=== design 1 ===
design_1/io_placement.png
Drawn at 4 px/µm. Pins as bars across the die edge, other pins in grey.
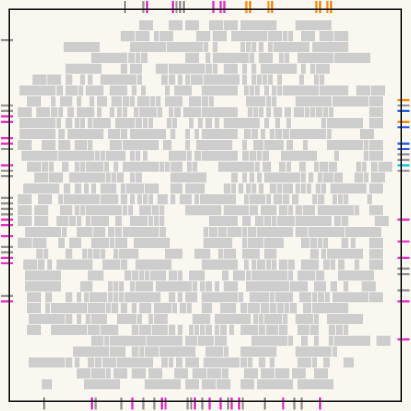

**config.mk**
```make
export PLATFORM = sky130hd
export DESIGN_NAME = argmax_classifier
export DESIGN_NICKNAME = d
export VERILOG_FILES = /design/src/rtl/mnist_pkg.sv /design/src/rtl/argmax_classifier.sv
export SDC_FILE = /design/constraint.sdc
export NUM_CORES = 1
export LEC_CHECK = 0
export ABC_AREA = 1
export CORE_MARGIN = 1.5
export CORE_UTILIZATION = 55
export CTS_CLUSTER_DIAMETER = 60
export DETAILED_ROUTE_END_ITERATION = 6
export HOLD_SLACK_MARGIN = 0.15
export PLACE_DENSITY = 0.83
export SYNTH_ARGS = -nofsm -noshare
export SYNTH_HDL_FRONTEND = slang
export SYNTH_SLANG_ARGS = --single-unit
```
**constraint.sdc**
```tcl
create_clock -name clk -period 3.7 [get_ports clk]
set_clock_uncertainty 0.1 [all_clocks]
set_input_delay 0.555 -clock clk [delete_from_list [all_inputs] [get_ports clk]]
set_output_delay 0.555 -clock clk [all_outputs]
set_load 0.02 [all_outputs]
```
**src/rtl/mnist_pkg.sv**
```systemverilog
// rtl/mnist_pkg.sv - shared MNIST pipeline widths and classifier FSM encoding
package mnist_pkg;

    localparam int DATA_W      = 32;
    localparam int NUM_CLASSES = 10;
    localparam int IDX_W       = 4;
    // One extra bit so the count can reach NUM_CLASSES even when it equals 2**IDX_W.
    localparam int CNT_W       = IDX_W + 1;

    typedef enum logic [1:0] {
        ST_IDLE = 2'd0,
        ST_SCAN = 2'd1,
        ST_DONE = 2'd2
    } state_t;

endpackage

```
**src/rtl/argmax_classifier.sv**
```systemverilog
// rtl/argmax_classifier.sv - serial argmax over layer-2 scores, held one-hot digit for LEDR
module argmax_classifier
    import mnist_pkg::*;
(
    input  logic                   clk,
    input  logic                   rst_n,
    input  logic                   clear,
    input  logic                   score_valid,
    input  logic [DATA_W-1:0]      score_value,
    output logic                   score_ready,
    output logic                   busy,
    output logic                   result_valid,
    output logic [IDX_W-1:0]       class_idx,
    output logic [DATA_W-1:0]      max_score,
    output logic [NUM_CLASSES-1:0] led_onehot
);

    localparam logic [NUM_CLASSES-1:0] LED_ONE   = NUM_CLASSES'(1);
    localparam logic [CNT_W-1:0]       CNT_LAST  = CNT_W'(NUM_CLASSES);

    state_t                   r_state;
    logic [CNT_W-1:0]         r_count;
    logic signed [DATA_W-1:0] r_best_val;
    logic [IDX_W-1:0]         r_best_idx;
    logic                     r_result_valid;
    logic [IDX_W-1:0]         r_class_idx;
    logic [DATA_W-1:0]        r_max_score;
    logic [NUM_CLASSES-1:0]   r_led_onehot;

    logic                     w_xfer;
    logic                     w_last;
    logic [CNT_W-1:0]         w_count_next;
    logic signed [DATA_W-1:0] w_cand_val;
    logic [IDX_W-1:0]         w_cand_idx;

    assign score_ready  = (r_state != ST_DONE) && !clear;
    assign w_xfer       = score_valid && score_ready;
    assign busy         = (r_state == ST_SCAN);
    assign result_valid = r_result_valid;
    assign class_idx    = r_class_idx;
    assign max_score    = r_max_score;
    assign led_onehot   = r_led_onehot;

    // Candidate best after the score on the input; strict > keeps the lowest index on ties.
    always_comb begin
        w_cand_val   = r_best_val;
        w_cand_idx   = r_best_idx;
        w_count_next = r_count + CNT_W'(1);
        if (r_state == ST_IDLE) begin
            w_cand_val   = $signed(score_value);
            w_cand_idx   = '0;
            w_count_next = CNT_W'(1);
        end else if ($signed(score_value) > r_best_val) begin
            w_cand_val = $signed(score_value);
            w_cand_idx = r_count[IDX_W-1:0];
        end
    end

    assign w_last = (w_count_next == CNT_LAST);

    // Outputs load on the final transfer so they are already valid during the DONE cycle.
    always_ff @(posedge clk or negedge rst_n) begin
        if (!rst_n) begin
            r_state        <= ST_IDLE;
            r_count        <= '0;
            r_best_val     <= '0;
            r_best_idx     <= '0;
            r_result_valid <= 1'b0;
            r_class_idx    <= '0;
            r_max_score    <= '0;
            r_led_onehot   <= '0;
        end else begin
            r_result_valid <= 1'b0;
            case (r_state)
                ST_IDLE, ST_SCAN: begin
                    if (clear) begin
                        r_count <= '0;
                        r_state <= ST_IDLE;
                    end else if (w_xfer) begin
                        r_best_val <= w_cand_val;
                        r_best_idx <= w_cand_idx;
                        r_count    <= w_count_next;
                        if (w_last) begin
                            r_state        <= ST_DONE;
                            r_result_valid <= 1'b1;
                            r_class_idx    <= w_cand_idx;
                            r_max_score    <= w_cand_val;
                            r_led_onehot   <= LED_ONE << w_cand_idx;
                        end else begin
                            r_state <= ST_SCAN;
                        end
                    end
                end
                ST_DONE: begin
                    r_count <= '0;
                    r_state <= ST_IDLE;
                end
                default: begin
                    r_count <= '0;
                    r_state <= ST_IDLE;
                end
            endcase
        end
    end

endmodule

```
=== design 2 ===
$ cat config.mk
export PLATFORM = sky130hd
export DESIGN_NAME = counter_mod_n
export DESIGN_NICKNAME = d
export VERILOG_FILES = /design/src/rtl/counter_pkg.sv /design/src/rtl/counter_mod_n.sv
export SDC_FILE = /design/constraint.sdc
export NUM_CORES = 1
export LEC_CHECK = 0
export CORE_ASPECT_RATIO = 1.2
export CORE_UTILIZATION = 28
export CTS_CLUSTER_SIZE = 12
export DETAILED_ROUTE_END_ITERATION = 12
export HOLD_SLACK_MARGIN = 0.15
export PLACE_DENSITY = 0.58
export SLEW_MARGIN = 5
export SYNTH_ARGS = -nofsm -noshare
export SYNTH_HDL_FRONTEND = slang
export SYNTH_SLANG_ARGS = --single-unit
export TNS_END_PERCENT = 50
$ cat constraint.sdc
create_clock -name clk -period 3.6 [get_ports clk]
set_input_delay 0.72 -clock clk [delete_from_list [all_inputs] [get_ports clk]]
set_output_delay 0.72 -clock clk [all_outputs]
set_load 0.1 [all_outputs]
$ cat src/rtl/counter_pkg.sv
// counter_pkg: definitions shared by the counter family.
//   MODE_WRAP / MODE_SAT : values for a counter's SATURATE parameter
//   clamp_load()         : limits a parallel-load value to the legal count range
package counter_pkg;

    localparam int MODE_WRAP = 0;
    localparam int MODE_SAT  = 1;

    // Values above the top of the count range load as the top count (modulus-1).
    function automatic int unsigned clamp_load(input int unsigned val,
                                               input int unsigned modulus);
        return (val >= modulus) ? modulus - 1 : val;
    endfunction

endpackage

$ cat src/rtl/counter_mod_n.sv
// counter_mod_n: modulo-MOD up/down counter with enable, synchronous clear,
// clamped parallel load, wrap or saturate behaviour at the bounds, a
// registered terminal-count pulse and a count of wrap events.
//
// Ports:
//   clk         system clock, rising edge
//   reset_n     asynchronous active-low reset
//   i_en        count enable, one step per cycle
//   i_up        direction, 1 = up, 0 = down
//   i_clear     synchronous clear (highest priority)
//   i_load      synchronous parallel load of i_load_val (clamped to MOD-1)
//   i_load_val  load value
//   o_cnt       current count, 0..MOD-1
//   o_tc        one-cycle pulse in the cycle o_cnt shows a wrapped value
//   o_sat       high while held at the bound of the current direction (SATURATE=1)
//   o_wrap_cnt  wrap events since reset/clear, modulo 2^WRAP_W
module counter_mod_n
    import counter_pkg::*;
#(
    parameter int MOD      = 100,
    parameter int CW       = $clog2(MOD),
    parameter int SATURATE = MODE_WRAP,
    parameter int WRAP_W   = 8
) (
    input  logic              clk,
    input  logic              reset_n,
    input  logic              i_en,
    input  logic              i_up,
    input  logic              i_clear,
    input  logic              i_load,
    input  logic [CW-1:0]     i_load_val,
    output logic [CW-1:0]     o_cnt,
    output logic              o_tc,
    output logic              o_sat,
    output logic [WRAP_W-1:0] o_wrap_cnt
);

    localparam logic [CW-1:0] CNT_MAX  = CW'(MOD - 1);
    localparam bit            SAT_MODE = (SATURATE == MODE_SAT);

    logic [CW-1:0]     bound;
    logic              at_bound;
    logic [CW-1:0]     cnt_nxt;
    logic              tc_nxt;
    logic              sat_nxt;
    logic [WRAP_W-1:0] wrap_nxt;

    // Bound in the direction of travel; explicit compare keeps non-power-of-two MOD exact.
    always_comb begin
        bound    = i_up ? CNT_MAX : '0;
        at_bound = (o_cnt == bound);
    end

    always_comb begin
        cnt_nxt  = o_cnt;
        tc_nxt   = 1'b0;
        wrap_nxt = o_wrap_cnt;
        if (i_clear) begin
            cnt_nxt  = '0;
            wrap_nxt = '0;
        end else if (i_load) begin
            cnt_nxt = CW'(clamp_load(32'(i_load_val), unsigned'(MOD)));
        end else if (i_en) begin
            if (at_bound) begin
                // Saturate mode simply keeps the held value.
                if (!SAT_MODE) begin
                    cnt_nxt  = i_up ? '0 : CNT_MAX;
                    tc_nxt   = 1'b1;
                    wrap_nxt = o_wrap_cnt + 1'b1;
                end
            end else begin
                cnt_nxt = i_up ? o_cnt + 1'b1 : o_cnt - 1'b1;
            end
        end
        // o_sat follows the next count against the current direction's bound,
        // so it also drops when i_up reverses while holding; clear forces it low.
        sat_nxt = SAT_MODE && !i_clear && (cnt_nxt == bound);
    end

    always_ff @(posedge clk or negedge reset_n) begin
        if (!reset_n) begin
            o_cnt      <= '0;
            o_tc       <= 1'b0;
            o_sat      <= 1'b0;
            o_wrap_cnt <= '0;
        end else begin
            o_cnt      <= cnt_nxt;
            o_tc       <= tc_nxt;
            o_sat      <= sat_nxt;
            o_wrap_cnt <= wrap_nxt;
        end
    end

endmodule

design_1/detail.png
Region (48, 48) to (98, 98) µm. Cells in grey, sequential cells in the stronger grey; small squares are vias.
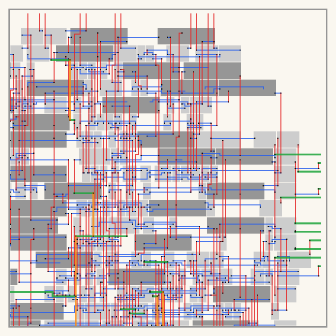
Key: orange = metal 4; blue = metal 1; green = metal 3; red = metal 2
Sequential cells in the window: 27. Most frequent: nand2_1 (54), dfrtp_1 (27), clkdlybuf4s50_1 (22). 174 logic cells have their middle in the window. Netlist names of flops here include led_onehot (10), class_idx (4), r_best_idx (4).

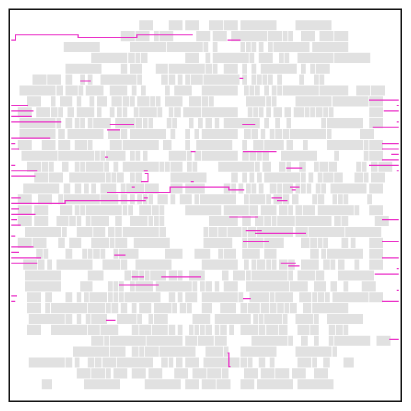
design_1/layer_met3.png
Drawn at 4 px/µm.
62 nets have wire on it. The layer carries 377 µm of wire. The wires run mostly horizontal. The layer holds 3.6% of the routed length.

## Picture notes: design_1/io_placement.png
Key: blue = class_idx [pins 4, direction output, edge right]; orange = led_onehot [pins 10, direction output, edge 8 top, 2 right]; cyan = clear [pins 1, direction input, edge right]; magenta = max_score [pins 32, direction output, edge 11 left, 11 bottom, 5 right, 5 top]
Vert. Die Dim: 97.7 µm
floorplan die width: 97.7 µm
input/output buffers: 84

==> run summary, design 1 <==
Figures from the flow reports.

Final layout:
- Of all the cell area in the finished design, non-clock buffers hold 0.153.
- The run gives the cell type taking the most area as multi-input combinational cells.
- The run puts the fraction of area in multi-input gates at 0.380.
- The layout summary lists the proportion of cells stronger than drive strength 1 as 0.137.
- The run puts the number of inverters outside the clock class in the layout at ~62.

Detailed routing:
- After detailed routing, the met3 layer carries between 300 and 400 µm of wire.
- Signal nets in the final route climb as high as met4.

STA:
- The run puts the max-slew violation count at 0.
- Post-route period utilization is reported as 0.805.

GRT:
- The run gives the pin count of the biggest net entering global routing as a little under 80.
- Global route summary, busiest routing layer listed as met2.

Placement:
- The run puts the sum of net half-perimeters after detailed placement at about 7200 µm.
- Per the placement report, the placed cell count is approximately 750.

Clock network:
- The run puts the clock transition at the registers of the reported paths at approximately 0.10 ns.
- Buffers inserted during clock tree synthesis total 9.
- Once the clock tree was built, the resizer swapped 0 gates to a different size.
- The run gives the number of H-tree levels as 3.

Critical path:
- The run gives the category of the most critical setup path as in -> reg.
- The endpoint identified for the worst register-to-register timing path is r_best_val[10].
- The run gives the number of buffer and inverter instances along the worst setup path as 2.
- The run puts the maximum single-stage delay on the critical path at 0.45 ns.
- Tracing the worst setup path back leads to its startpoint at score_value[31].
- The run gives the end point of the critical path as r_best_val[10].

Yosys:
- The run gives the post-synthesis share of cell area spent on and-or and or-and gates as 0.166.
- The run puts the tally of yosys warning messages at 0.
- The synthesized netlist occupies a cell area of approximately 0.0049 mm².
- The run puts the number of synthesized flops with an enable pin at 0.

Pwr:
- The run puts the internal power contribution at between 1.5 and 2 mW.
- The run puts the portion of total power attributed to the clock network at 0.287.

Outcome:
- The run finished with clean final reports.
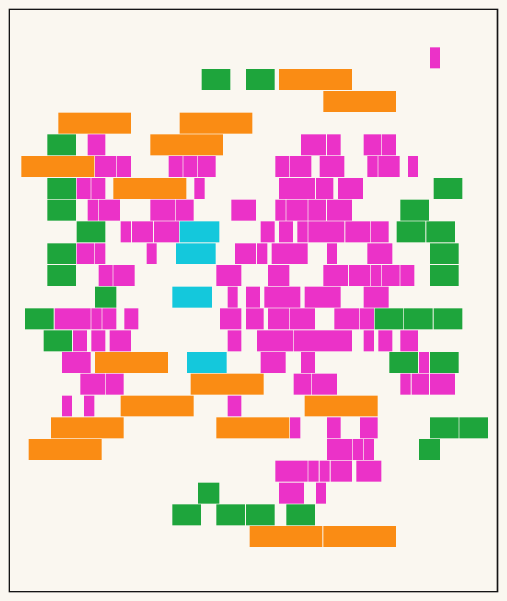
design_2/placement_by_type.png
Drawn at 8 px/µm.
Key: cyan = clock drivers and dummy loads [cells 4]; green = other buffers and delay cells [cells 30]; orange = flops [cells 16]; magenta = combinational and other logic [cells 109]
sequential cell area share: 0.260
core box area: 0.00397 mm²

==> run summary, design 2 <==
Figures from the flow reports.

Critical path:
- The run gives the total stage count of the critical path as 8.

Detailed routing:
- The run puts the via count at approximately 1200.
- The run gives the wire length on met3 as roughly 140 µm.

Pwr:
- The run puts the power of the clock network at 0.157 mW.
- The run puts the sequential power at 0.200 mW.

Floorplanning:
- The run puts the starting density of the core at 0.293.

GRT:
- The run gives the layer carrying the most global-route usage as met2.
- The first global-routing pass estimated 5220 µm of wire.

Outcome:
- The flow ran to the end, and the final reports show no timing, DRC or antenna violations.

Yosys:
- The synthesis report lists the Yosys warning total as 0.
- The run puts the mean instance size in the synthesized netlist at approximately 8.9 µm².
- The run puts the post-synthesis async set-or-reset flop share at 1.00.

Flow run:
- The run puts the number of warnings in the stage logs at 26.

Final layout:
- The register with the most flip-flops in the layout has 8 of them.
- The run puts the layout filler cell count at roughly 420.

==> notes/layouts.md <==
Pictures saved along the way, in no particular order.

Clock nets.
image #1
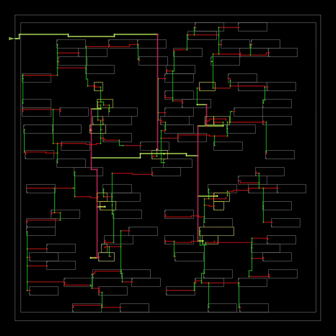
image #2
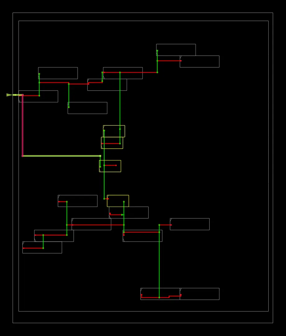
Image #2 is design 2.
Image #1 is design 1.
Of these, most clock buffers: image #1
Of these, most sequential cells: image #1


Power is estimated from default activity; no workload was simulated.
